==================== led_fade_driver
--- src/rtl/led_fade_driver.sv ---
// Four-channel LED fader: PWM-driven levels step toward a 4-bit on/off pattern, one step per prescaler tick.
// Latency: an accepted pattern loads target on the accept edge; led is registered one cycle after level.
// Backpressure: pat_ready drops while a pattern is buffered during a fade (one-deep pending slot).
module led_fade_driver #(
  parameter int PWM_BITS = 8,
  parameter int STEP_DIV = 23437
) (
  input  logic       clk,
  input  logic       rst_n,
  input  logic [3:0] pat,
  input  logic       pat_valid,
  output logic       pat_ready,
  output logic [3:0] led,
  output logic       busy
);

  localparam int PW   = PWM_BITS;
  localparam int PS_W = (STEP_DIV > 1) ? $clog2(STEP_DIV) : 1;
  localparam logic [PW-1:0]   LVL_MAX = '1;
  localparam logic [PS_W-1:0] PS_LAST = PS_W'(STEP_DIV - 1);

  typedef enum logic {
    IDLE   = 1'b0,
    FADING = 1'b1
  } state_t;

  state_t          state_q, state_d;
  logic [PW-1:0]   pwm_cnt_q, pwm_cnt_d;
  logic [PS_W-1:0] presc_q, presc_d;
  logic [PW-1:0]   level_q [4];
  logic [PW-1:0]   level_d [4];
  logic [3:0]      target_q, target_d;
  logic [3:0]      pend_q, pend_d;
  logic            pend_full_q, pend_full_d;
  logic [3:0]      led_q, led_d;

  logic tick;
  logic accept;
  logic all_at_target;

  assign tick      = (presc_q == PS_LAST);
  assign pat_ready = !pend_full_q;
  assign accept    = pat_valid && pat_ready;
  assign busy      = (state_q == FADING);
  assign led       = led_q;

  // Free-running PWM counter and fade-step prescaler.
  always_comb begin
    pwm_cnt_d = pwm_cnt_q + PW'(1);
    presc_d   = tick ? '0 : presc_q + PS_W'(1);
  end

  // Step each level one unit toward its all-ones/zero target on a tick; saturates at the target, so never wraps.
  always_comb begin
    all_at_target = 1'b1;
    for (int i = 0; i < 4; i++) begin
      level_d[i] = level_q[i];
      if (tick) begin
        if (level_q[i] < {PW{target_q[i]}}) begin
          level_d[i] = level_q[i] + PW'(1);
        end else if (level_q[i] > {PW{target_q[i]}}) begin
          level_d[i] = level_q[i] - PW'(1);
        end
      end
      if (level_d[i] != {PW{target_q[i]}}) begin
        all_at_target = 1'b0;
      end
    end
  end

  // PWM compare; full level forces the output on so all-ones is a constant 1 rather than 255/256.
  always_comb begin
    for (int i = 0; i < 4; i++) begin
      led_d[i] = (pwm_cnt_q < level_q[i]) || (level_q[i] == LVL_MAX);
    end
  end

  // FSM next state: IDLE loads new targets directly, FADING parks one pattern and drains it when the fade lands.
  // Accept and drain cannot coincide: accept needs pend_full_q = 0, drain needs pend_full_q = 1.
  always_comb begin
    state_d     = state_q;
    target_d    = target_q;
    pend_d      = pend_q;
    pend_full_d = pend_full_q;
    unique case (state_q)
      IDLE: begin
        if (accept && (pat != target_q)) begin
          target_d = pat;
          state_d  = FADING;
        end
      end
      FADING: begin
        if (accept) begin
          pend_d      = pat;
          pend_full_d = 1'b1;
        end else if (all_at_target) begin
          if (pend_full_q) begin
            target_d    = pend_q;
            pend_full_d = 1'b0;
          end else begin
            state_d = IDLE;
          end
        end
      end
      default: state_d = IDLE;
    endcase
  end

  // State registers; reset discards any fade in progress and the pending pattern.
  always_ff @(posedge clk or negedge rst_n) begin
    if (!rst_n) begin
      state_q     <= IDLE;
      pwm_cnt_q   <= '0;
      presc_q     <= '0;
      target_q    <= '0;
      pend_q      <= '0;
      pend_full_q <= 1'b0;
      led_q       <= '0;
      for (int i = 0; i < 4; i++) begin
        level_q[i] <= '0;
      end
    end else begin
      state_q     <= state_d;
      pwm_cnt_q   <= pwm_cnt_d;
      presc_q     <= presc_d;
      target_q    <= target_d;
      pend_q      <= pend_d;
      pend_full_q <= pend_full_d;
      led_q       <= led_d;
      for (int i = 0; i < 4; i++) begin
        level_q[i] <= level_d[i];
      end
    end
  end

endmodule

--- config.mk ---
export PLATFORM = sky130hd
export DESIGN_NAME = led_fade_driver
export DESIGN_NICKNAME = d
export VERILOG_FILES = /design/src/rtl/led_fade_driver.sv
export SDC_FILE = /design/constraint.sdc
export NUM_CORES = 1
export LEC_CHECK = 0
export ABC_AREA = 1
export CORE_ASPECT_RATIO = 1.75
export CORE_MARGIN = 2
export CORE_UTILIZATION = 50
export DETAILED_ROUTE_END_ITERATION = 8
export PLACE_DENSITY = 0.66
export SYNTH_ARGS = -nofsm -noshare
export SYNTH_HDL_FRONTEND = slang
export SYNTH_SLANG_ARGS = --single-unit
--- constraint.sdc ---
create_clock -name clk -period 8 [get_ports clk]
set_input_delay 2.4 -clock clk [delete_from_list [all_inputs] [get_ports clk]]
set_output_delay 2.4 -clock clk [all_outputs]
set_load 0.05 [all_outputs]
led_fade_driver, clock nets:
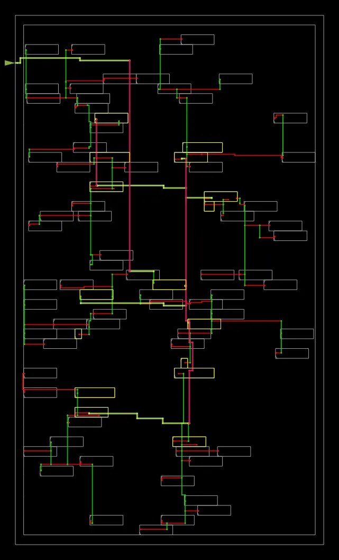
TritonCTS buffer count: 9
final-layout clock buffer total: 9
Num Clock Sinks: 69
clk pwr: 491 uW

led_fade_driver, met4 routing:
Bar = 20 um.
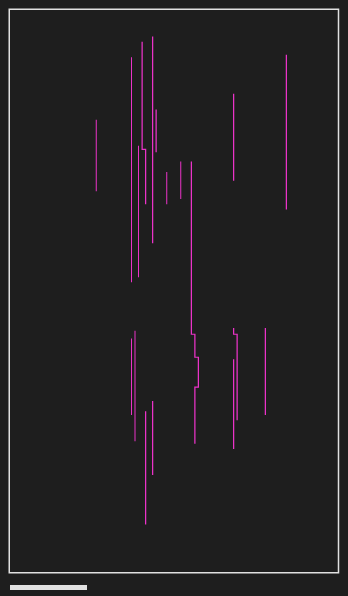
wire length on this layer = 542 um
main direction = vertical
via count: 5532
WL final: 14.5 mm

==> impl_metrics.csv <==
group,metric,value,unit
cells_and_area,clkCellAreaFrac,0.0565,
global_route,antenna_found_initial,0,
yosys,mux_share,0,
sta,setup_violations,0,
power_and_ir_drop,p_sw,168,uW
yosys,ys_warn_count,0,
cells_and_area,non_clock_buffer_area_share,0.0203,
run_status,status,"complete, no violations",
cells_and_area,drive_gt1_frac,0.0470,
yosys,yosysUniqueCellTypes,40,
setup_path,r2r_end,"target_q[3]",
route,first_iter_violations,218,
yosys,logic_family,"simple AND/OR/NAND/NOR gates",
sta,setup_tns,0,ns
global_route,grt_pass1_vias,5447,
sta,period_minus_slack,4.20,ns
cells_and_area,antenna-diode-count,0,
power_and_ir_drop,comb_cell_power,15.8,uW
clocking,postCtsSetupBuffers,0,
hold_path,whs_path_depth,2,
yosys,yosysTopAreaCellShare,0.296,
led_fade_driver, drive-strength map:
Bar = 20 um.
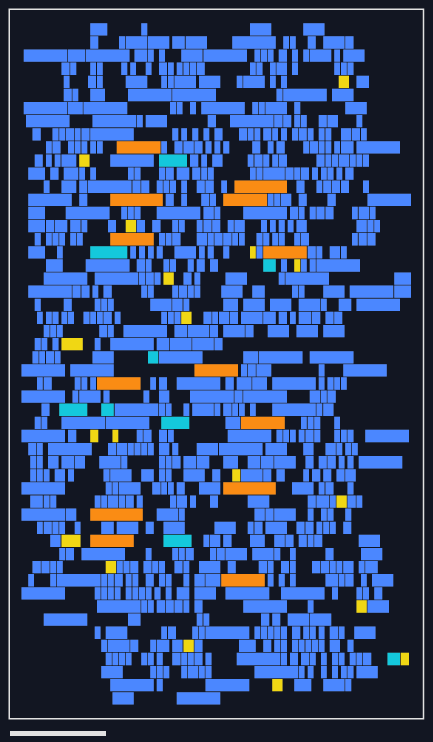
blue -> drive 1 or less  # cells 811
yellow -> drive 2  # cells 18
cyan -> drive 3 to 4  # cells 9
orange -> drive 6 and up  # cells 13
Final Worst Setup Slack: 3.80 ns
finished layout cell area: 6420 um2
Non-clk bufs: 14
synth-to-layout area growth: 10.2%

## cell usage in the layout (no fill, tap or decap), drive strengths merged, types with 2 or more instances in the layout
cell type and n:
nand2 246, inv 113, nand3 104, ha 71, dfrtp 69, nor2 62
nand4 40, a21oi 34, o21ai 22, clkdlybuf4s50 11, nor3 11, clkbuf 9
xor2 8, nand3b 7, clkinv 6, o21a 4, a21boi 4, o211ai 4
bufinv 4, a21o 3, o32ai 3, buf 3, xnor2 2, or2 2
o21bai 2

==================== atanhx_4_hw
**config.mk**
```make
export PLATFORM = sky130hd
export DESIGN_NAME = atanhx_4_hw
export DESIGN_NICKNAME = d
export VERILOG_FILES = /design/src/rtl/atanhx_4_hw.sv
export SDC_FILE = /design/constraint.sdc
export NUM_CORES = 1
export LEC_CHECK = 0
export ABC_AREA = 1
export CORE_MARGIN = 1.5
export CORE_UTILIZATION = 29
export DETAILED_ROUTE_END_ITERATION = 12
export PLACE_DENSITY = 0.5
export SLEW_MARGIN = 40
export SYNTH_ARGS = -nofsm -noshare
export SYNTH_HDL_FRONTEND = slang
export SYNTH_SLANG_ARGS = --single-unit
```
**constraint.sdc**
```tcl
create_clock -name clk -period 5 [get_ports clk]
set_input_delay 0.75 -clock clk [delete_from_list [all_inputs] [get_ports clk]]
set_output_delay 0.75 -clock clk [all_outputs]
set_load 0.1 [all_outputs]
```
**src/rtl/atanhx_4_hw.sv**
```systemverilog
// atanhx_4_hw: three-stage piecewise-constant approximation of atanh(x) for
// IEEE-754 single-precision operands, with valid/ready handshakes on both
// sides. Special operands (zero, |x|=1, |x|>1/Inf/NaN, tiny |x|) bypass the
// segment table but travel through the same three stages, so every result
// has identical latency and results leave in input order.
module atanhx_4_hw #(
  parameter int K              = 4,
  parameter int DWIDTH         = 32,
  parameter int EXPONENT_WIDTH = 8,
  parameter int BIAS           = 127
) (
  input  logic              clk,
  input  logic              rst,
  input  logic              in_valid,
  output logic              in_ready,
  input  logic [DWIDTH-1:0] x,
  output logic              out_valid,
  input  logic              out_ready,
  output logic [DWIDTH-1:0] y,
  output logic              out_invalid
);

  localparam int MAN_W = DWIDTH - 1 - EXPONENT_WIDTH;
  localparam int SEG_W = (K > 1) ? $clog2(K) : 1;

  // Exponent landmarks: |x| = 1.0, last exponent of the segment path, and
  // the largest exponent that is passed straight through (|x| < 0.125).
  localparam logic [EXPONENT_WIDTH-1:0] EXP_ONE      = EXPONENT_WIDTH'(BIAS);
  localparam logic [EXPONENT_WIDTH-1:0] EXP_HALF     = EXPONENT_WIDTH'(BIAS - 1);
  localparam logic [EXPONENT_WIDTH-1:0] EXP_PASS_MAX = EXPONENT_WIDTH'(BIAS - 4);
  localparam logic [EXPONENT_WIDTH-1:0] EXP_ZERO     = {EXPONENT_WIDTH{1'b0}};

  // Segment boundaries on q = floor(|x| * 256).
  localparam logic [7:0] SEG_B1 = 8'd80;
  localparam logic [7:0] SEG_B2 = 8'd160;
  localparam logic [7:0] SEG_B3 = 8'd224;

  localparam logic [DWIDTH-1:0] QNAN    = 32'h7FC0_0000;
  localparam logic [DWIDTH-1:0] POS_INF = 32'h7F80_0000;
  localparam logic [DWIDTH-1:0] NEG_INF = 32'hFF80_0000;

  typedef enum logic [2:0] {
    CLS_ZERO = 3'd0,
    CLS_ONE  = 3'd1,
    CLS_INV  = 3'd2,
    CLS_PASS = 3'd3,
    CLS_SEG  = 3'd4
  } cls_e;

  // Segment value table (magnitudes; the operand sign is applied later).
  function automatic logic [DWIDTH-1:0] seg_value(input logic [SEG_W-1:0] seg);
    logic [DWIDTH-1:0] val;
    case (seg)
      SEG_W'(0): val = 32'h3E60_0000;  // 0.21875
      SEG_W'(1): val = 32'h3F00_0000;  // 0.5
      SEG_W'(2): val = 32'h3F80_0000;  // 1.0
      SEG_W'(3): val = 32'h3FE0_0000;  // 1.75
      default:   val = 32'h3FE0_0000;
    endcase
    return val;
  endfunction

  // ---------------------------------------------------------------------------
  // Handshake: every stage moves together whenever the output slot is free
  // or is being drained this cycle.
  // ---------------------------------------------------------------------------
  logic adv_s;
  logic out_valid_r;
  logic [DWIDTH-1:0] y_r;
  logic out_invalid_r;

  assign adv_s       = ~out_valid_r | out_ready;
  assign in_ready    = adv_s;
  assign out_valid   = out_valid_r;
  assign y           = y_r;
  assign out_invalid = out_invalid_r;

  // ---------------------------------------------------------------------------
  // Stage 1: classify the incoming operand.
  // ---------------------------------------------------------------------------
  logic [EXPONENT_WIDTH-1:0] in_exp_s;
  logic [MAN_W-1:0]          in_man_s;
  cls_e                      in_cls_s;

  assign in_exp_s = x[DWIDTH-2 -: EXPONENT_WIDTH];
  assign in_man_s = x[MAN_W-1:0];

  // Operand class, first matching rule wins.
  always_comb begin
    in_cls_s = CLS_PASS;
    if (in_exp_s == EXP_ZERO) begin
      in_cls_s = CLS_ZERO;
    end else if ((in_exp_s == EXP_ONE) && (in_man_s == {MAN_W{1'b0}})) begin
      in_cls_s = CLS_ONE;
    end else if (in_exp_s >= EXP_ONE) begin
      in_cls_s = CLS_INV;
    end else if (in_exp_s <= EXP_PASS_MAX) begin
      in_cls_s = CLS_PASS;
    end else begin
      in_cls_s = CLS_SEG;
    end
  end

  logic              s1_valid_r;
  logic [DWIDTH-1:0] s1_x_r;
  cls_e              s1_cls_r;

  // Stage 1 register: operand and its class.
  always_ff @(posedge clk or posedge rst) begin
    if (rst) begin
      s1_valid_r <= 1'b0;
      s1_x_r     <= {DWIDTH{1'b0}};
      s1_cls_r   <= CLS_ZERO;
    end else if (adv_s) begin
      s1_valid_r <= in_valid;
      s1_x_r     <= x;
      s1_cls_r   <= in_cls_s;
    end else begin
      s1_valid_r <= s1_valid_r;
      s1_x_r     <= s1_x_r;
      s1_cls_r   <= s1_cls_r;
    end
  end

  // ---------------------------------------------------------------------------
  // Stage 2: fixed-point magnitude and segment comparison.
  // ---------------------------------------------------------------------------
  logic [EXPONENT_WIDTH-1:0] s1_exp_s;
  logic [7:0]                frac_s;
  logic [EXPONENT_WIDTH-1:0] shift_s;
  logic [7:0]                q_s;
  logic [SEG_W-1:0]          seg_s;

  assign s1_exp_s = s1_x_r[DWIDTH-2 -: EXPONENT_WIDTH];
  assign frac_s   = {1'b1, s1_x_r[MAN_W-1 -: 7]};
  assign shift_s  = EXP_HALF - s1_exp_s;

  // q = floor(|x| * 256) and its segment index; only meaningful on the
  // segment path, where the shift is 0..2.
  always_comb begin
    q_s   = 8'd0;
    seg_s = SEG_W'(0);
    if (s1_cls_r == CLS_SEG) begin
      q_s = frac_s >> shift_s;
    end else begin
      q_s = 8'd0;
    end
    if (q_s < SEG_B1) begin
      seg_s = SEG_W'(0);
    end else if (q_s < SEG_B2) begin
      seg_s = SEG_W'(1);
    end else if (q_s < SEG_B3) begin
      seg_s = SEG_W'(2);
    end else begin
      seg_s = SEG_W'(3);
    end
  end

  logic              s2_valid_r;
  logic [DWIDTH-1:0] s2_x_r;
  cls_e              s2_cls_r;
  logic [SEG_W-1:0]  s2_seg_r;

  // Stage 2 register: operand, class and segment index.
  always_ff @(posedge clk or posedge rst) begin
    if (rst) begin
      s2_valid_r <= 1'b0;
      s2_x_r     <= {DWIDTH{1'b0}};
      s2_cls_r   <= CLS_ZERO;
      s2_seg_r   <= SEG_W'(0);
    end else if (adv_s) begin
      s2_valid_r <= s1_valid_r;
      s2_x_r     <= s1_x_r;
      s2_cls_r   <= s1_cls_r;
      s2_seg_r   <= seg_s;
    end else begin
      s2_valid_r <= s2_valid_r;
      s2_x_r     <= s2_x_r;
      s2_cls_r   <= s2_cls_r;
      s2_seg_r   <= s2_seg_r;
    end
  end

  // ---------------------------------------------------------------------------
  // Stage 3: select the final word and register the outputs.
  // ---------------------------------------------------------------------------
  logic [DWIDTH-1:0] y_s;
  logic              inv_s;
  logic [DWIDTH-1:0] seg_word_s;
  logic              s2_sign_s;

  assign s2_sign_s = s2_x_r[DWIDTH-1];

  // Result word per class; segment results take the operand's sign.
  always_comb begin
    y_s        = QNAN;
    inv_s      = 1'b0;
    seg_word_s = seg_value(s2_seg_r);
    case (s2_cls_r)
      CLS_ZERO: begin
        y_s   = {s2_sign_s, {(DWIDTH-1){1'b0}}};
        inv_s = 1'b0;
      end
      CLS_ONE: begin
        y_s   = s2_sign_s ? NEG_INF : POS_INF;
        inv_s = 1'b0;
      end
      CLS_INV: begin
        y_s   = QNAN;
        inv_s = 1'b1;
      end
      CLS_PASS: begin
        y_s   = s2_x_r;
        inv_s = 1'b0;
      end
      CLS_SEG: begin
        y_s   = {s2_sign_s, seg_word_s[DWIDTH-2:0]};
        inv_s = 1'b0;
      end
      default: begin
        y_s   = QNAN;
        inv_s = 1'b1;
      end
    endcase
  end

  // Output register: result, invalid flag and valid.
  always_ff @(posedge clk or posedge rst) begin
    if (rst) begin
      out_valid_r   <= 1'b0;
      y_r           <= {DWIDTH{1'b0}};
      out_invalid_r <= 1'b0;
    end else if (adv_s) begin
      out_valid_r   <= s2_valid_r;
      y_r           <= y_s;
      out_invalid_r <= inv_s;
    end else begin
      out_valid_r   <= out_valid_r;
      y_r           <= y_r;
      out_invalid_r <= out_invalid_r;
    end
  end

endmodule

```
==> impl_metrics.csv <==
group,metric,value,unit
setup_path,critPathMaxFanout,2,
route,vias,3510,
route,highest_layer,"met4",
sta,drv_slew,0,
route,dr_wl_met3,456,um
place,place.gp.congestion,0.772,
setup_path,start_kind,"input port",
clocking,clkTransAtPathRegs,0.07,ns
setup_path,setup.worst_path.class,"input port to output pin",
yosys,ys_cells,508,
power_and_ir_drop,swShare,0.475,
setup_path,endpoint,"in_ready",
power_and_ir_drop,p_seq,1300,uW
run_status,status,"complete, no violations",
global_route,grt_use_met3,0.0326,
## state kept, by name, summed over array words and instances (netlist names)
register	count
s1_x_r	32
s2_x_r	32
y	32
s1_cls_r	3
s2_cls_r	3
s2_seg_r	2
out_invalid	1
out_valid	1
s1_valid_r	1
s2_valid_r	1
## area by class of cell
cell class,instances,area [um2]
clock inverter,4,51.3
inverter,53,204
multi-input combinational,323,1540
fill,1582,9690
clock buffer,10,239
tap,211,264
timing repair buffer,74,566
sequential,108,2700
## worst max-delay path: stages
cell and delay [ns]:
clkdlybuf4s50_1 0.51, nor2_4 0.06, inv_2 0.06, buf_4 0.29
atanhx_4_hw, clock wires, drivers and flops:
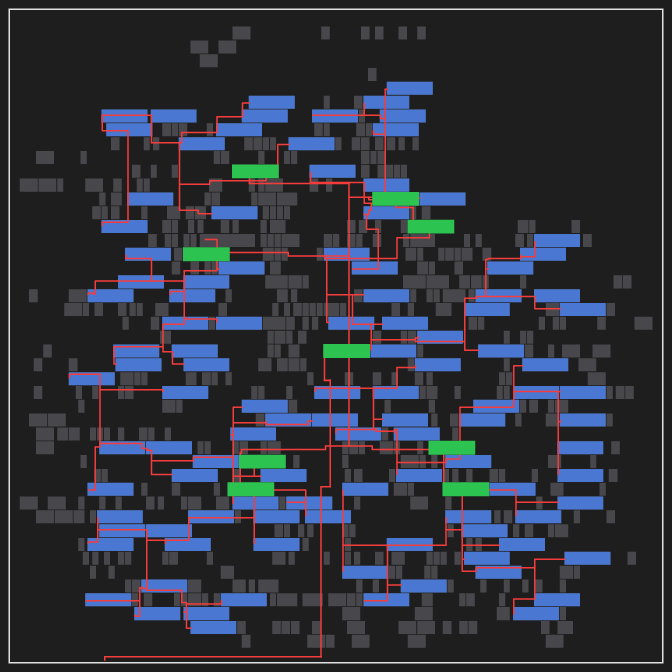
blue -> flip-flops  # count 108
red -> clock wires  # length 1280 um
green -> cells driving clock nets  # count 9
flops lie = widely spread
Post-Route Skew: 0.0117 ns
clk pwr: 703 uW
Clock power frac: 0.205
clk latency late pin: 0.34 ns

atanhx_4_hw, pin map:
Pins as bars across the die edge, other pins in grey.
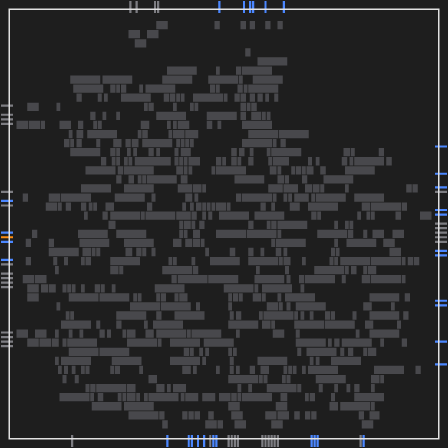
blue -> y  # pins 32, direction output, edge 11 south, 11 east, 6 north, 4 west
orange -> out_valid  # pins 1, direction output, edge west
all pins by edge = 24 south, 20 west, 17 east, 10 north
PortBufs: 70
Die W: 128 um
Die Ht: 128 um


==================== iter_branch_cmp
iter_branch_cmp, cells coloured by class:
Bar = 20 um.
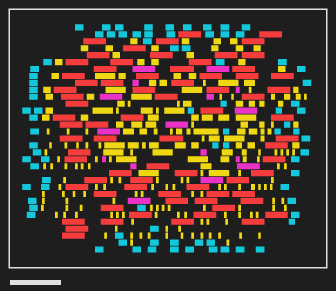
iter_branch_cmp, pin map:
Pins as bars across the die edge, other pins in grey.
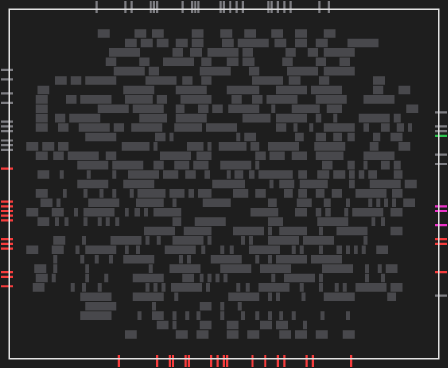
**src/rtl/branch_cmp_pkg.sv**
```systemverilog
// Shared definitions for the iterative branch comparator: mode codes,
// FSM state encoding and the final mode-to-condition mapping.
package branch_cmp_pkg;

  localparam logic [2:0] CMP_EQ  = 3'd0;
  localparam logic [2:0] CMP_NE  = 3'd1;
  localparam logic [2:0] CMP_LEZ = 3'd2;
  localparam logic [2:0] CMP_GTZ = 3'd3;
  localparam logic [2:0] CMP_LTZ = 3'd4;
  localparam logic [2:0] CMP_GEZ = 3'd5;
  localparam logic [2:0] CMP_LTU = 3'd6;
  localparam logic [2:0] CMP_LT  = 3'd7;

  typedef enum logic {
    ST_IDLE = 1'b0,
    ST_RUN  = 1'b1
  } state_e;

  // Compare-against-zero modes: op_b is replaced by 0 when latched.
  function automatic logic is_zero_mode(input logic [2:0] mode);
    return (mode >= CMP_LEZ) && (mode <= CMP_GEZ);
  endfunction

  // Modes that need two's-complement ordering.
  function automatic logic is_signed_mode(input logic [2:0] mode);
    return is_zero_mode(mode) || (mode == CMP_LT);
  endfunction

  // Map the accumulated a==b / a<b outcome onto the requested condition.
  function automatic logic cond_from(input logic [2:0] mode, input logic eq, input logic lt);
    logic c;
    case (mode)
      CMP_EQ:  c = eq;
      CMP_NE:  c = !eq;
      CMP_LEZ: c = lt || eq;
      CMP_GTZ: c = !lt && !eq;
      CMP_LTZ: c = lt;
      CMP_GEZ: c = !lt;
      CMP_LTU: c = lt;
      default: c = lt;
    endcase
    return c;
  endfunction

endpackage

```
**src/rtl/cmp_slice.sv**
```systemverilog
// Combinational CHUNK-bit unsigned compare of one operand slice. The MSB of
// both slices can be flipped so that a signed top slice orders correctly.
module cmp_slice #(
  parameter int CHUNK = 8
) (
  input  logic [CHUNK-1:0] a,
  input  logic [CHUNK-1:0] b,
  input  logic             invert_msb,
  output logic             eq,
  output logic             lt
);

  logic [CHUNK-1:0] w_msk;
  logic [CHUNK-1:0] w_a;
  logic [CHUNK-1:0] w_b;

  assign w_msk = CHUNK'(invert_msb) << (CHUNK - 1);
  assign w_a   = a ^ w_msk;
  assign w_b   = b ^ w_msk;
  assign eq    = (w_a == w_b);
  assign lt    = (w_a <  w_b);

endmodule

```
**src/rtl/iter_branch_cmp.sv**
```systemverilog
// Multi-cycle branch-condition resolver. Compares op_a with op_b (or zero)
// MSB-first, one CHUNK-bit slice per cycle, with a start/busy/done handshake.
// Optional feature macro: CMP_EARLY_EXIT_EN -- finish RUN at the first
// differing slice instead of always walking all NCHUNK slices.
module iter_branch_cmp
  import branch_cmp_pkg::*;
#(
  parameter int WIDTH = 32,
  parameter int CHUNK = 8
) (
  input  logic             clk,
  input  logic             reset_n,
  input  logic             start,
  input  logic [2:0]       mode,
  input  logic [WIDTH-1:0] op_a,
  input  logic [WIDTH-1:0] op_b,
  input  logic             flush,
  output logic             busy,
  output logic             done,
  output logic             result
);

  localparam int NCHUNK = WIDTH / CHUNK;
  localparam int IDXW   = (NCHUNK > 1) ? $clog2(NCHUNK) : 1;
  localparam logic [IDXW-1:0] IDX_TOP = IDXW'(NCHUNK - 1);

  state_e                         r_state;
  state_e                         w_state_nxt;
  logic [2:0]                     r_mode;
  logic [WIDTH-1:0]               r_a;
  logic [WIDTH-1:0]               r_b;
  logic                           r_eq;
  logic                           r_lt;
  logic [IDXW-1:0]                r_idx;
  logic                           r_done;
  logic                           r_result;

  logic [NCHUNK-1:0][CHUNK-1:0]   w_a_sl;
  logic [NCHUNK-1:0][CHUNK-1:0]   w_b_sl;
  logic                           w_inv;
  logic                           w_seq;
  logic                           w_slt;
  logic                           w_eq_nxt;
  logic                           w_lt_nxt;
  logic                           w_last;
  logic                           w_latch;
  logic                           w_step;
  logic                           w_finish;

  // Single slice comparator, fed by the slice at r_idx.
  assign w_a_sl = r_a;
  assign w_b_sl = r_b;
  assign w_inv  = is_signed_mode(r_mode) && (r_idx == IDX_TOP);

  cmp_slice #(.CHUNK(CHUNK)) u_slice (
    .a          (w_a_sl[r_idx]),
    .b          (w_b_sl[r_idx]),
    .invert_msb (w_inv),
    .eq         (w_seq),
    .lt         (w_slt)
  );

  // Once a higher slice has differed, lower slices cannot change the outcome.
  assign w_eq_nxt = r_eq && w_seq;
  assign w_lt_nxt = r_eq ? w_slt : r_lt;

`ifdef CMP_EARLY_EXIT_EN
  // A first differing slice settles every mode, so stop there.
  assign w_last = (r_idx == '0) || (r_eq && !w_seq);
`else
  assign w_last = (r_idx == '0);
`endif

  assign busy   = (r_state == ST_RUN);
  assign done   = r_done;
  assign result = r_result;

  // State register.
  always_ff @(posedge clk or negedge reset_n) begin
    if (!reset_n) r_state <= ST_IDLE;
    else          r_state <= w_state_nxt;
  end

  // Next state and datapath controls; flush wins over start and over finishing.
  always_comb begin
    w_state_nxt = r_state;
    w_latch     = 1'b0;
    w_step      = 1'b0;
    w_finish    = 1'b0;
    case (r_state)
      ST_IDLE: begin
        if (start && !flush) begin
          w_latch     = 1'b1;
          w_state_nxt = ST_RUN;
        end
      end
      ST_RUN: begin
        if (flush) begin
          w_state_nxt = ST_IDLE;
        end else begin
          w_step = 1'b1;
          if (w_last) begin
            w_finish    = 1'b1;
            w_state_nxt = ST_IDLE;
          end
        end
      end
      default: w_state_nxt = ST_IDLE;
    endcase
  end

  // Operand latch, slice accumulators, and registered done/result.
  always_ff @(posedge clk or negedge reset_n) begin
    if (!reset_n) begin
      r_mode   <= CMP_EQ;
      r_a      <= '0;
      r_b      <= '0;
      r_eq     <= 1'b1;
      r_lt     <= 1'b0;
      r_idx    <= '0;
      r_done   <= 1'b0;
      r_result <= 1'b0;
    end else begin
      r_done <= w_finish;
      if (w_latch) begin
        r_mode <= mode;
        r_a    <= op_a;
        r_b    <= is_zero_mode(mode) ? '0 : op_b;
        r_eq   <= 1'b1;
        r_lt   <= 1'b0;
        r_idx  <= IDX_TOP;
      end
      if (w_step) begin
        r_eq  <= w_eq_nxt;
        r_lt  <= w_lt_nxt;
        r_idx <= r_idx - 1'b1;
      end
      if (w_finish) r_result <= cond_from(r_mode, w_eq_nxt, w_lt_nxt);
    end
  end

endmodule

```
**config.mk**
```make
export PLATFORM = sky130hd
export DESIGN_NAME = iter_branch_cmp
export DESIGN_NICKNAME = d
export VERILOG_FILES = /design/src/rtl/branch_cmp_pkg.sv /design/src/rtl/cmp_slice.sv /design/src/rtl/iter_branch_cmp.sv
export SDC_FILE = /design/constraint.sdc
export NUM_CORES = 1
export LEC_CHECK = 0
export CELL_PAD_IN_SITES_DETAIL_PLACEMENT = 1
export CELL_PAD_IN_SITES_GLOBAL_PLACEMENT = 2
export CORE_ASPECT_RATIO = 0.8
export CORE_MARGIN = 4
export CORE_UTILIZATION = 32
export DETAILED_ROUTE_END_ITERATION = 12
export PLACE_DENSITY = 0.75
export SKIP_LAST_GASP = 1
export SLEW_MARGIN = 20
export SYNTH_ARGS = -nofsm -noshare
export SYNTH_HDL_FRONTEND = slang
export SYNTH_SLANG_ARGS = --single-unit
```
**constraint.sdc**
```tcl
create_clock -name clk -period 3 [get_ports clk]
set_clock_uncertainty 0.1 [all_clocks]
set_input_delay 0.6 -clock clk [delete_from_list [all_inputs] [get_ports clk]]
set_output_delay 0.6 -clock clk [all_outputs]
set_load 0.05 [all_outputs]
```
==> impl_metrics.csv <==
group,metric,value,unit
setup_path,cpLargestDelayFamily,"multiplexers",
global_route,grt-busiest-layer,"met2",
power_and_ir_drop,power,3110,uW
route,wl_met2,4.21,mm
cells_and_area,antenna-diode-count,0,
yosys,synth_area,3430,um2
sta,rsz0062_at_grt,"false",
setup_path,start_kind,"register",
run_status,status,"complete, no violations",
power_and_ir_drop,seqPwrFrac,0.414,
route,first_iter_violations,118,
cells_and_area,utilization,0.444,
place,place.gp.congestion,0.747,
power_and_ir_drop,pwr-share-comb,0.273,
power_and_ir_drop,swShare,0.297,
yosys,edf_count,0,
clocking,postCtsSetupBuffers,0,
yosys,synth_seq_share,0.540,
setup_path,cp.required,3.11,ns
clocking,cts_root_buffer,"clkbuf_16",
sta,hold_ws,0.305,ns
clocking,cts_tree,"done",
setup_path,r2r_end,"result",
place,place_ws,0.124,ns
yosys,ys_warn_count,0,
setup_path,crit_path_cell_trace,"buf_4 -> mux4_2 -> ha_1 -> and4_1 -> a21boi_2 -> o41ai_4 -> mux2i_1 -> a31oi_1",
power_and_ir_drop,power_density,676,nW/um2
power_and_ir_drop,p_sw,924,uW
cells_and_area,fillerInstances,1132,
## Picture notes: 'cells coloured by class' of iter_branch_cmp
red -> flip-flops  # cells 74, share of their area 42%
yellow -> all other logic  # cells 212, share of their area 34%
magenta -> clock drivers and dummy loads  # cells 16, share of their area 6.1%
cyan -> other buffers and delay cells  # cells 82, share of their area 18%
# rows: 33
sequential share of cell area: 0.403
finished layout cell area: 4600 um2

## Picture notes: 'pin map' of iter_branch_cmp
magenta -> mode  # pins 3, direction input, edge east
red -> op_a  # pins 32, direction input, edge 17 south, 12 west, 3 east
green -> start  # pins 1, direction input, edge east
all pins by edge = 22 west, 22 north, 17 south, 13 east
Die Ht: 101 um
Die W: 124 um
PortBufs: 73

## cells by family (layout without fill, tap and decap cells)
kind of cell               after synthesis  after routing  share of synthesized area
and+or+nand+nor                        120            120                      0.141
DFF                                     74             74                      0.540
AOI/OAI and AO/OA                       49             49                      0.125
buffers and inverters                   30            109                     0.0364
muxes                                   18             18                      0.111
adders and majority gates               11             11                     0.0394
xor gates and xnor gates                 3              3                    0.00765
## power by group through the flow
stage	clock network [uW]	registers, uW	logic (uW)
4_1_cts	1000	1290	863
6_report	972	1290	849
5_1_grt	1060	1310	948
3_3_place_gp	0	1310	813
2_1_floorplan	0	1270	579
3_5_place_dp	0	1310	857

==================== aligner_exchange_shift_pipe
**config.mk**
```make
export PLATFORM = sky130hd
export DESIGN_NAME = aligner_exchange_shift_pipe
export DESIGN_NICKNAME = d
export VERILOG_FILES = /design/src/rtl/aligner_exchange_shift_pipe.sv
export SDC_FILE = /design/constraint.sdc
export NUM_CORES = 1
export LEC_CHECK = 0
export ABC_AREA = 1
export CAP_MARGIN = 20
export CORE_MARGIN = 2
export CORE_UTILIZATION = 35
export DETAILED_ROUTE_END_ITERATION = 10
export PLACE_DENSITY = 0.54
export RECOVER_POWER = 100
export SLEW_MARGIN = 25
export SYNTH_ARGS = -nofsm -noshare
export SYNTH_HDL_FRONTEND = slang
export SYNTH_SLANG_ARGS = --single-unit
```
**constraint.sdc**
```tcl
create_clock -name clk -period 8.9 [get_ports clk]
set_input_delay 1.335 -clock clk [delete_from_list [all_inputs] [get_ports clk]]
set_output_delay 1.335 -clock clk [all_outputs]
set_load 0.01 [all_outputs]
```
**src/rtl/aligner_exchange_shift_pipe.sv**
```systemverilog
// Two-stage operand exchange and alignment pipeline for the floating-point aligner.
// Stage 1 orders the operands by magnitude. The larger one becomes A. The stage
// also registers the exponent difference. Stage 2 right-aligns the smaller
// fraction and appends guard, round and sticky bits.
//
// Ports:
//   clk, reset (async, active-high), flush (sync, clears both stages)
//   in_valid/in_ready   : operand-pair handshake (in_ready is combinational)
//   in_sign/exponent/fraction_{a,b} : unpacked operands
//   out_valid/out_ready : result handshake
//   out_exchanged, out_sign_a, out_exponent, out_fraction_a,
//   out_sign_b, out_fraction_b, out_exp_diff : aligned result
//
// Optional build macro: ALIGNER_STICKY_EN. When it is defined, out_fraction_b[0]
// also ORs in every bit shifted out. When it is undefined, the shift simply truncates.
module aligner_exchange_shift_pipe #(
    parameter  int unsigned EXP_WIDTH  = 8,
    parameter  int unsigned FRAC_WIDTH = 24,
    localparam int unsigned EXT_WIDTH  = FRAC_WIDTH + 3
) (
    input  logic                  clk,
    input  logic                  reset,
    input  logic                  flush,
    input  logic                  in_valid,
    output logic                  in_ready,
    input  logic                  in_sign_a,
    input  logic [EXP_WIDTH-1:0]  in_exponent_a,
    input  logic [FRAC_WIDTH-1:0] in_fraction_a,
    input  logic                  in_sign_b,
    input  logic [EXP_WIDTH-1:0]  in_exponent_b,
    input  logic [FRAC_WIDTH-1:0] in_fraction_b,
    output logic                  out_valid,
    input  logic                  out_ready,
    output logic                  out_exchanged,
    output logic                  out_sign_a,
    output logic [EXP_WIDTH-1:0]  out_exponent,
    output logic [EXT_WIDTH-1:0]  out_fraction_a,
    output logic                  out_sign_b,
    output logic [EXT_WIDTH-1:0]  out_fraction_b,
    output logic [EXP_WIDTH-1:0]  out_exp_diff
);

    // Stage 1 registers
    logic                  s1_valid;
    logic                  s1_exchanged;
    logic                  s1_sign_a;
    logic                  s1_sign_b;
    logic [EXP_WIDTH-1:0]  s1_exponent;
    logic [EXP_WIDTH-1:0]  s1_exp_diff;
    logic [FRAC_WIDTH-1:0] s1_fraction_a;
    logic [FRAC_WIDTH-1:0] s1_fraction_b;

    // Handshake
    logic stage2_ready;
    logic accept;
    logic advance;

    assign stage2_ready = !out_valid || out_ready;
    assign in_ready     = !s1_valid || stage2_ready;
    assign accept       = in_valid && in_ready;
    assign advance      = s1_valid && stage2_ready;

    // Magnitude compare and operand sort
    logic                  exchange;
    logic                  sort_sign_a;
    logic                  sort_sign_b;
    logic [EXP_WIDTH-1:0]  sort_exp_a;
    logic [EXP_WIDTH-1:0]  sort_exp_b;
    logic [FRAC_WIDTH-1:0] sort_frac_a;
    logic [FRAC_WIDTH-1:0] sort_frac_b;

    always_comb begin
        exchange    = (in_exponent_b > in_exponent_a) ||
                      ((in_exponent_b == in_exponent_a) && (in_fraction_b > in_fraction_a));
        sort_sign_a = in_sign_a;
        sort_sign_b = in_sign_b;
        sort_exp_a  = in_exponent_a;
        sort_exp_b  = in_exponent_b;
        sort_frac_a = in_fraction_a;
        sort_frac_b = in_fraction_b;
        if (exchange) begin
            sort_sign_a = in_sign_b;
            sort_sign_b = in_sign_a;
            sort_exp_a  = in_exponent_b;
            sort_exp_b  = in_exponent_a;
            sort_frac_a = in_fraction_b;
            sort_frac_b = in_fraction_a;
        end
    end

    // Stage 1: capture the sorted pair. Flush wins over a simultaneous accept.
    always_ff @(posedge clk or posedge reset) begin
        if (reset) begin
            s1_valid      <= 1'b0;
            s1_exchanged  <= 1'b0;
            s1_sign_a     <= 1'b0;
            s1_sign_b     <= 1'b0;
            s1_exponent   <= '0;
            s1_exp_diff   <= '0;
            s1_fraction_a <= '0;
            s1_fraction_b <= '0;
        end else begin
            if (flush) begin
                s1_valid <= 1'b0;
            end else if (accept) begin
                s1_valid <= 1'b1;
            end else if (advance) begin
                s1_valid <= 1'b0;
            end
            if (accept && !flush) begin
                s1_exchanged  <= exchange;
                s1_sign_a     <= sort_sign_a;
                s1_sign_b     <= sort_sign_b;
                s1_exponent   <= sort_exp_a;
                s1_exp_diff   <= sort_exp_a - sort_exp_b;
                s1_fraction_a <= sort_frac_a;
                s1_fraction_b <= sort_frac_b;
            end
        end
    end

    // Alignment of the smaller fraction
    logic [EXT_WIDTH-1:0] ext_b;
    logic [EXT_WIDTH-1:0] shifted_b;
    logic [EXT_WIDTH-1:0] aligned_b;

    always_comb begin
        ext_b     = {s1_fraction_b, 3'b000};
        shifted_b = '0;
        if (32'(s1_exp_diff) < EXT_WIDTH) begin
            shifted_b = ext_b >> s1_exp_diff;
        end
    end

`ifdef ALIGNER_STICKY_EN
    // Mask of the bit positions that fall off the right end. It is all ones once diff >= EXT_WIDTH.
    logic [EXT_WIDTH-1:0] lost_mask;

    always_comb begin
        lost_mask = ~({EXT_WIDTH{1'b1}} << s1_exp_diff);
        aligned_b = {shifted_b[EXT_WIDTH-1:1], shifted_b[0] | (|(ext_b & lost_mask))};
    end
`else
    assign aligned_b = shifted_b;
`endif

    // Stage 2: the output register holds its value while the downstream side stalls.
    always_ff @(posedge clk or posedge reset) begin
        if (reset) begin
            out_valid      <= 1'b0;
            out_exchanged  <= 1'b0;
            out_sign_a     <= 1'b0;
            out_exponent   <= '0;
            out_fraction_a <= '0;
            out_sign_b     <= 1'b0;
            out_fraction_b <= '0;
            out_exp_diff   <= '0;
        end else begin
            if (flush) begin
                out_valid <= 1'b0;
            end else if (advance) begin
                out_valid <= 1'b1;
            end else if (out_ready) begin
                out_valid <= 1'b0;
            end
            if (advance && !flush) begin
                out_exchanged  <= s1_exchanged;
                out_sign_a     <= s1_sign_a;
                out_exponent   <= s1_exponent;
                out_fraction_a <= {s1_fraction_a, 3'b000};
                out_sign_b     <= s1_sign_b;
                out_fraction_b <= aligned_b;
                out_exp_diff   <= s1_exp_diff;
            end
        end
    end

endmodule

```
==> impl_metrics.csv <==
group,metric,value,unit
run_status,status,"finished, violations left",
run_status,failed_checks,"max-capacitance violations, max-slew violations",
sta,period_minus_slack,6.07,ns
route,wl_met2,10.7,mm
yosys,ys_warn_count,0,
route,wl_met1,11.1,mm
route,drtPass1Iterations,5,
place,dp_cells,1443,
job,max_cap_viol_count,5,
sta,drv_slew,308,
setup_path,reg2reg_depth,9,
global_route,grt_start_max_net_pins,81,
setup_path,critPathMaxFanout,50,
yosys,logic_family,"AND-OR/OR-AND gates",
sta,setup_tns,0,ns
floorplanning,ios,146,
floorplanning,chipArea,24200,um2
floorplanning,fp_util,0.356,
power_and_ir_drop,largestPowerGroup,"sequential cells",
yosys,synth_area,8040,um2
power_and_ir_drop,p_seq,824,uW
place,place_area,9580,um2
sta,final.period_utilization,0.682,
place,place.gp.congestion,0.880,
cells_and_area,largest-register,"out_fraction_b",
==> layer usage <==
| layer | vias up | global-route usage |
|---|---|---|
| met5 | - | 0 |
| met4 | 0 | 0.0459 |
| met3 | 19 | 0.0297 |
| met2 | 164 | 0.316 |
| met1 | 3410 | 0.272 |
| li1 | 3736 | - |
==> final cells by class <==
class	count	area (um2)	area share
Multi-Input combinational cell	740	3750	0.369
Sequential cell	139	3480	0.342
Timing Repair Buffer	148	1470	0.145
Clock buffer	23	498	0.0490
Inverter	132	497	0.0489
Tap cell	285	357	0.0351
Clock inverter	9	110	0.0108
aligner_exchange_shift_pipe, drive-strength map:
Bar = 50 um.
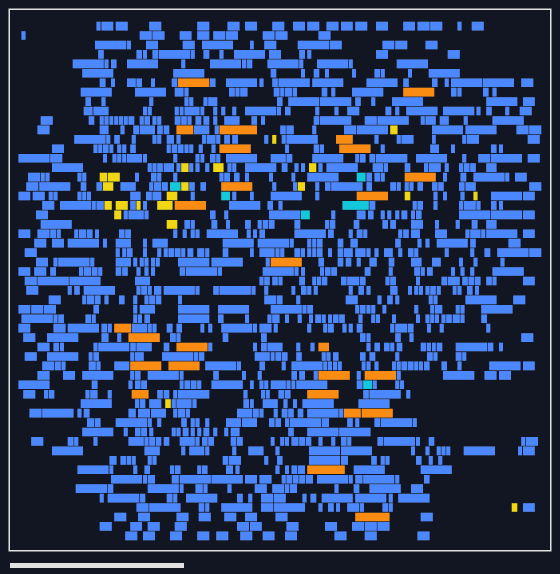
orange -> drive 6 and up  # cells 26
cyan -> drive 3 to 4  # cells 6
blue -> drive 1 or less  # cells 1138
yellow -> drive 2  # cells 21
Non-clk bufs: 148
Final Worst Setup Slack: 2.83 ns
synth-to-layout area growth: 26.3%

aligner_exchange_shift_pipe, clock nets:
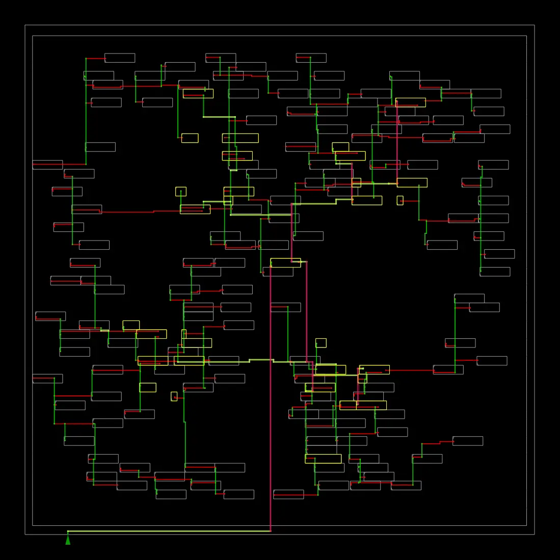
Post-Route Skew: 0.00893 ns
Seq cells: 139
TritonCTS buffer count: 17
clk latency late pin: 0.42 ns

aligner_exchange_shift_pipe, pin map:
Pins as bars across the die edge, other pins in grey.
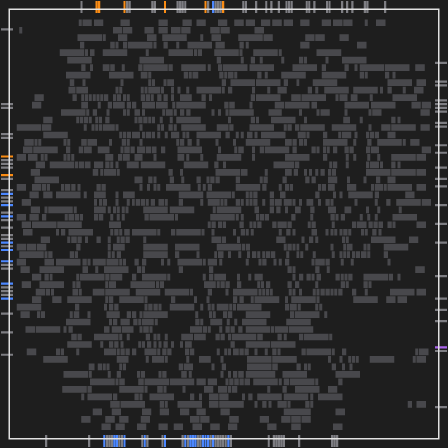
blue -> in_fraction_b  # pins 24, direction input, edge 15 south, 8 west, 1 north
orange -> out_exponent  # pins 8, direction output, edge 6 north, 2 west
purple -> out_valid  # pins 1, direction output, edge east
PortBufs: 142
Die W: 156 um


==================== wam_game_core
wam_game_core, drive-strength map:
Bar = 20 um.
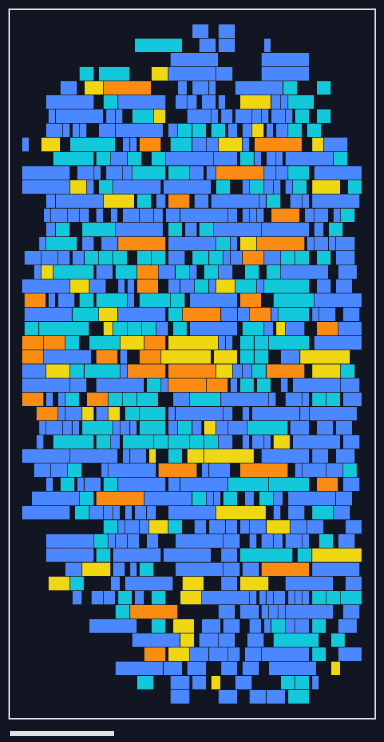
wam_game_core, met4 routing:
Bar = 20 um.
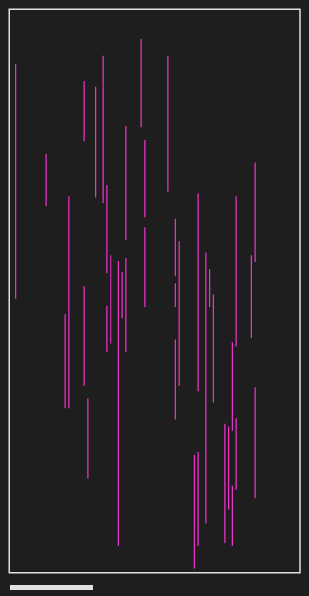
## src/rtl/wam_game_core.sv

```systemverilog
// wam_game_core: whack-a-mole game engine.
// Runs the SETUP/PLAY/GAME_OVER/RESTART sequence and keeps the score, flick,
// lives, countdown and level counters. Drives load_seed/start_game/clear_n to
// the light and keypad controllers.
// Optional: define WAM_HIGH_SCORE_EN to add the high_score/new_record ports.
//
// state     | meaning
// ----------+----------------------------------------------------------
// SETUP     | after reset, seed loading, waiting for play
// PLAY      | game running, light/key events scored
// GAME_OVER | end condition reached, all counters frozen
// RESTART   | one-cycle clear of submodules before PLAY re-entry
module wam_game_core #(
    parameter int N_LIGHTS      = 9,
    parameter int POS_W         = 4,
    parameter int SCORE_W       = 7,
    parameter int CLK_HZ        = 50_000_000,
    parameter int GAME_SECS     = 60,
    parameter int NORMAL_HITS   = 25,
    parameter int EXTENDED_HITS = 50,
    parameter int LIVES         = 3,
    parameter int LEVEL_STEP    = 5
) (
    input  logic               clk,
    input  logic               reset,
    input  logic               play,
    input  logic [1:0]         mode,
    input  logic               extended,
    input  logic               light_start,
    input  logic               light_end,
    input  logic [POS_W-1:0]   light_pos,
    input  logic               key_valid,
    input  logic [POS_W-1:0]   key,
    output logic [1:0]         state,
    output logic               load_seed,
    output logic               start_game,
    output logic               clear_n,
    output logic [SCORE_W-1:0] score,
    output logic [SCORE_W-1:0] flicks,
    output logic [SCORE_W-1:0] max_hits,
    output logic [1:0]         lives_left,
    output logic [5:0]         time_left,
    output logic [1:0]         level,
    output logic               hit_pulse,
    output logic               miss_pulse,
`ifdef WAM_HIGH_SCORE_EN
    output logic               game_over,
    output logic [SCORE_W-1:0] high_score,
    output logic               new_record
`else
    output logic               game_over
`endif
);

    typedef enum logic [1:0] {SETUP = 2'd0, PLAY = 2'd1, GAME_OVER = 2'd2, RESTART = 2'd3} state_t;

    localparam logic [1:0]         M_TIMED   = 2'd1;
    localparam logic [1:0]         M_DEATH   = 2'd2;
    localparam logic [1:0]         M_CONT    = 2'd3;
    localparam int                 PS_W      = (CLK_HZ > 1) ? $clog2(CLK_HZ) : 1;
    localparam logic [PS_W-1:0]    PS_MAX    = PS_W'(CLK_HZ - 1);
    localparam logic [POS_W:0]     N_POS     = (POS_W + 1)'(N_LIGHTS);
    localparam logic [SCORE_W-1:0] CNT_MAX   = '1;
    localparam logic [SCORE_W-1:0] STEP_LAST = SCORE_W'(LEVEL_STEP - 1);

    state_t             state_q, state_d;
    logic               play_q;
    logic [1:0]         mode_q, mode_d;
    logic [SCORE_W-1:0] max_hits_q, max_hits_d, score_q, score_d, flicks_q, flicks_d;
    logic [SCORE_W-1:0] step_q, step_d;
    logic [1:0]         lives_q, lives_d, level_q, level_d;
    logic [5:0]         time_q, time_d;
    logic [PS_W-1:0]    ps_q, ps_d;
    logic               win_open_q, win_open_d, scored_q, scored_d, missed_q, missed_d;
    logic [POS_W-1:0]   pos_q, pos_d;
    logic               hit_pulse_q, miss_pulse_q;

    logic play_rise, in_play, enter_play, end_cond;
    logic key_hit, key_miss, end_miss, miss_evt, open_evt;

    assign play_rise  = play & ~play_q;
    assign in_play    = (state_q == PLAY);
    assign enter_play = (state_d == PLAY) && (state_q != PLAY);

    // A miss by a wrong key does not close the window, so a later correct key
    // still scores; the missed flag stops a second miss in the same window.
    assign key_hit  = in_play & win_open_q & ~scored_q & key_valid & (key == pos_q);
    assign key_miss = in_play & win_open_q & ~scored_q & ~missed_q & key_valid & (key != pos_q);
    assign end_miss = in_play & light_end & win_open_q & ~scored_q & ~key_hit & ~missed_q & ~key_miss;
    assign miss_evt = key_miss | end_miss;
    assign open_evt = in_play & light_start & ({1'b0, light_pos} < N_POS);

    // End condition looks only at registered counters, so GAME_OVER follows one cycle later.
    always_comb begin
        end_cond = (flicks_q == max_hits_q);
        if (mode_q == M_TIMED)      end_cond = (time_q == 6'd0);
        else if (mode_q == M_DEATH) end_cond = (lives_q == 2'd0);
    end

    // Next-state logic; a play edge in PLAY beats the end condition.
    always_comb begin
        state_d = state_q;
        case (state_q)
            SETUP:     if (play_rise) state_d = PLAY;
            PLAY:      if (play_rise) state_d = RESTART;
                       else if (end_cond) state_d = GAME_OVER;
            GAME_OVER: if (play_rise) state_d = RESTART;
            RESTART:   state_d = PLAY;
            default:   state_d = SETUP;
        endcase
    end

    // Counter and window updates: key first, then light_end, then light_start.
    always_comb begin
        mode_d     = mode_q;
        max_hits_d = max_hits_q;
        score_d    = score_q;
        flicks_d   = flicks_q;
        lives_d    = lives_q;
        time_d     = time_q;
        level_d    = level_q;
        step_d     = step_q;
        ps_d       = ps_q;
        win_open_d = win_open_q;
        scored_d   = scored_q | key_hit;
        missed_d   = missed_q | key_miss;
        pos_d      = pos_q;
        if (enter_play) begin
            mode_d     = mode;
            max_hits_d = extended ? SCORE_W'(EXTENDED_HITS) : SCORE_W'(NORMAL_HITS);
            time_d     = (mode == M_TIMED) ? 6'(GAME_SECS) : 6'd0;
            lives_d    = (mode == M_DEATH) ? 2'(LIVES) : 2'd0;
            score_d    = '0;
            flicks_d   = '0;
            level_d    = 2'd0;
            step_d     = '0;
            ps_d       = '0;
            win_open_d = 1'b0;
            scored_d   = 1'b0;
            missed_d   = 1'b0;
        end else if (in_play) begin
            if (key_hit && score_q != CNT_MAX) begin
                score_d = score_q + 1'b1;
                if (mode_q == M_CONT) begin
                    if (step_q == STEP_LAST) begin
                        step_d = '0;
                        if (level_q != 2'd3) level_d = level_q + 1'b1;
                    end else begin
                        step_d = step_q + 1'b1;
                    end
                end
            end
            if (miss_evt && mode_q == M_DEATH && lives_q != 2'd0) lives_d = lives_q - 1'b1;
            if (ps_q == PS_MAX) begin
                ps_d = '0;
                if (time_q != 6'd0) time_d = time_q - 1'b1;
            end else begin
                ps_d = ps_q + 1'b1;
            end
            if (light_end) begin
                win_open_d = 1'b0;
                if (flicks_q != CNT_MAX) flicks_d = flicks_q + 1'b1;
            end
            if (open_evt) begin
                win_open_d = 1'b1;
                scored_d   = 1'b0;
                missed_d   = 1'b0;
                pos_d      = light_pos;
            end
        end
    end

    // State and counter registers.
    always_ff @(posedge clk or negedge reset) begin
        if (!reset) begin
            state_q      <= SETUP;
            play_q       <= 1'b0;
            mode_q       <= 2'd0;
            max_hits_q   <= '0;
            score_q      <= '0;
            flicks_q     <= '0;
            lives_q      <= 2'd0;
            time_q       <= 6'd0;
            level_q      <= 2'd0;
            step_q       <= '0;
            ps_q         <= '0;
            win_open_q   <= 1'b0;
            scored_q     <= 1'b0;
            missed_q     <= 1'b0;
            pos_q        <= '0;
            hit_pulse_q  <= 1'b0;
            miss_pulse_q <= 1'b0;
        end else begin
            state_q      <= state_d;
            play_q       <= play;
            mode_q       <= mode_d;
            max_hits_q   <= max_hits_d;
            score_q      <= score_d;
            flicks_q     <= flicks_d;
            lives_q      <= lives_d;
            time_q       <= time_d;
            level_q      <= level_d;
            step_q       <= step_d;
            ps_q         <= ps_d;
            win_open_q   <= win_open_d;
            scored_q     <= scored_d;
            missed_q     <= missed_d;
            pos_q        <= pos_d;
            hit_pulse_q  <= key_hit;
            miss_pulse_q <= miss_evt;
        end
    end

`ifdef WAM_HIGH_SCORE_EN
    logic [SCORE_W-1:0] high_score_q;
    logic               new_record_q;

    // Record compare uses the score that lands on the edge entering GAME_OVER.
    always_ff @(posedge clk or negedge reset) begin
        if (!reset) begin
            high_score_q <= '0;
            new_record_q <= 1'b0;
        end else begin
            new_record_q <= 1'b0;
            if (state_q == PLAY && state_d == GAME_OVER && score_d > high_score_q) begin
                high_score_q <= score_d;
                new_record_q <= 1'b1;
            end
        end
    end

    assign high_score = high_score_q;
    assign new_record = new_record_q;
`endif

    assign state      = state_q;
    assign load_seed  = (state_q == SETUP);
    assign start_game = (state_q == PLAY);
    assign clear_n    = (state_q != RESTART);
    assign game_over  = (state_q == GAME_OVER);
    assign score      = score_q;
    assign flicks     = flicks_q;
    assign max_hits   = max_hits_q;
    assign lives_left = lives_q;
    assign time_left  = time_q;
    assign level      = level_q;
    assign hit_pulse  = hit_pulse_q;
    assign miss_pulse = miss_pulse_q;

endmodule

```

## config.mk

```make
export PLATFORM = sky130hd
export DESIGN_NAME = wam_game_core
export DESIGN_NICKNAME = d
export VERILOG_FILES = /design/src/rtl/wam_game_core.sv
export SDC_FILE = /design/constraint.sdc
export NUM_CORES = 1
export LEC_CHECK = 0
export CORE_AREA = 2 2 68 134
export CTS_BUF_LIST = sky130_fd_sc_hd__clkbuf_16
export DETAILED_ROUTE_END_ITERATION = 10
export DIE_AREA = 0 0 70 136
export PLACE_DENSITY = 0.72
export SYNTH_ARGS = -nofsm -noshare
export SYNTH_HDL_FRONTEND = slang
export SYNTH_SLANG_ARGS = --single-unit
```

## constraint.sdc

```tcl
create_clock -name clk -period 1.79 [get_ports clk]
set_input_delay 0.537 -clock clk [delete_from_list [all_inputs] [get_ports clk]]
set_output_delay 0.537 -clock clk [all_outputs]
set_load 0.01 [all_outputs]
```

==> impl_metrics.csv <==
group,metric,value,unit
floorplanning,coreArea,8530,um2
place,numPortBuffers,53,
job,warnings,30,
yosys,simple_gate_share,0.274,
setup_path,setup.worst_path.class,"register to register",
cells_and_area,finalNonFillerCells,686,
yosys,ys_cells,410,
setup_path,crit_buf_inv,0,
run_status,status,"finished, violations left",
cells_and_area,n_all_buffers,178,
sta,setup_violations,19,
floorplanning,die_w,70,um
run_status,failed_checks,"negative setup slack",
sta,timing.final.ws_setup,-0.192,ns
setup_path,crit_path_cell_trace,"or4b_4 -> or3_4 -> nor4_4 -> mux2i_1 -> nor2_1",
floorplanning,fp_util,0.464,
power_and_ir_drop,ir_worst_vdd,785,uV
sta,hold_viol_final,0,
yosys,synth_flops,74,
clocking,clock-sinks,74,
setup_path,cp.required,2.01,ns
setup_path,endpoint,"level[1]",
About 'drive-strength map' of wam_game_core:
yellow -> drive 2  # cells 47
orange -> drive 6 and up  # cells 37
blue -> drive 1 or less  # cells 355
cyan -> drive 3 to 4  # cells 147
finished layout cell area: 6320 um2
synth-to-layout area growth: 59.8%

About 'met4 routing' of wam_game_core:
nets with wire on the layer = 34
main direction = vertical
longest straight run = 68.7 um
wire length on this layer = 1010 um
share of all routed wire = 7.4%
via count: 4093
WL final: 13.7 mm

[state kept, by name, summed over array words and instances (netlist names), 3 cells and up]
register   flops
time_left      6
score          7
step_q         7
ps_q          26
pos_q          4
flicks         7
max_hits       3
[power by group]
part	leakage, uW	internal, uW	switching (uW)
logic	0.00186	1940	1860
clock network	0.000125	905	667
registers	0.000983	1960	238
total	0.00297	4800	2770
[per-layer routing]
metal | vias up | wire, um | track usage
met5 | - | 0 | 0
met4 | 0 | 1010 | 0.161
met3 | 84 | 566 | 0.0385
met2 | 186 | 7560 | 0.499
met1 | 2007 | 4520 | 0.255
li1 | 1816 | - | -


## Gallery

Clock nets.
image #1
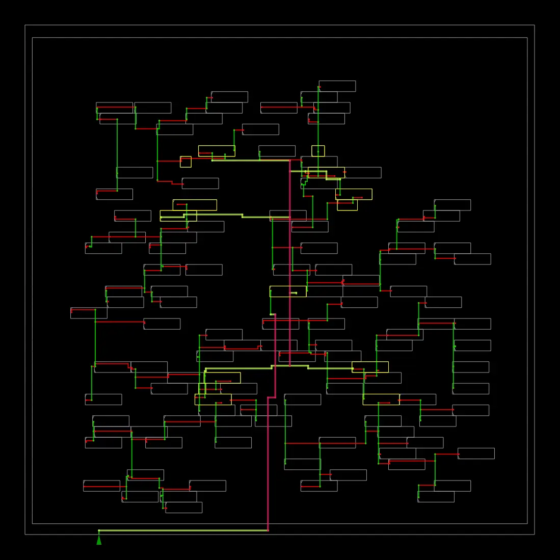
image #2
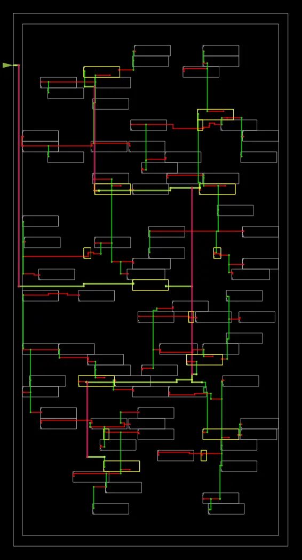
image #3
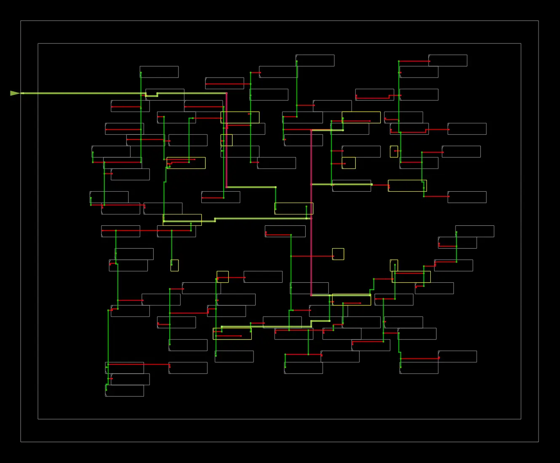
- image #3 = iter_branch_cmp
- image #2 = wam_game_core
- image #1 = atanhx_4_hw
Of these, most sequential cells: image #1

Power and IR drop assume default switching activity.
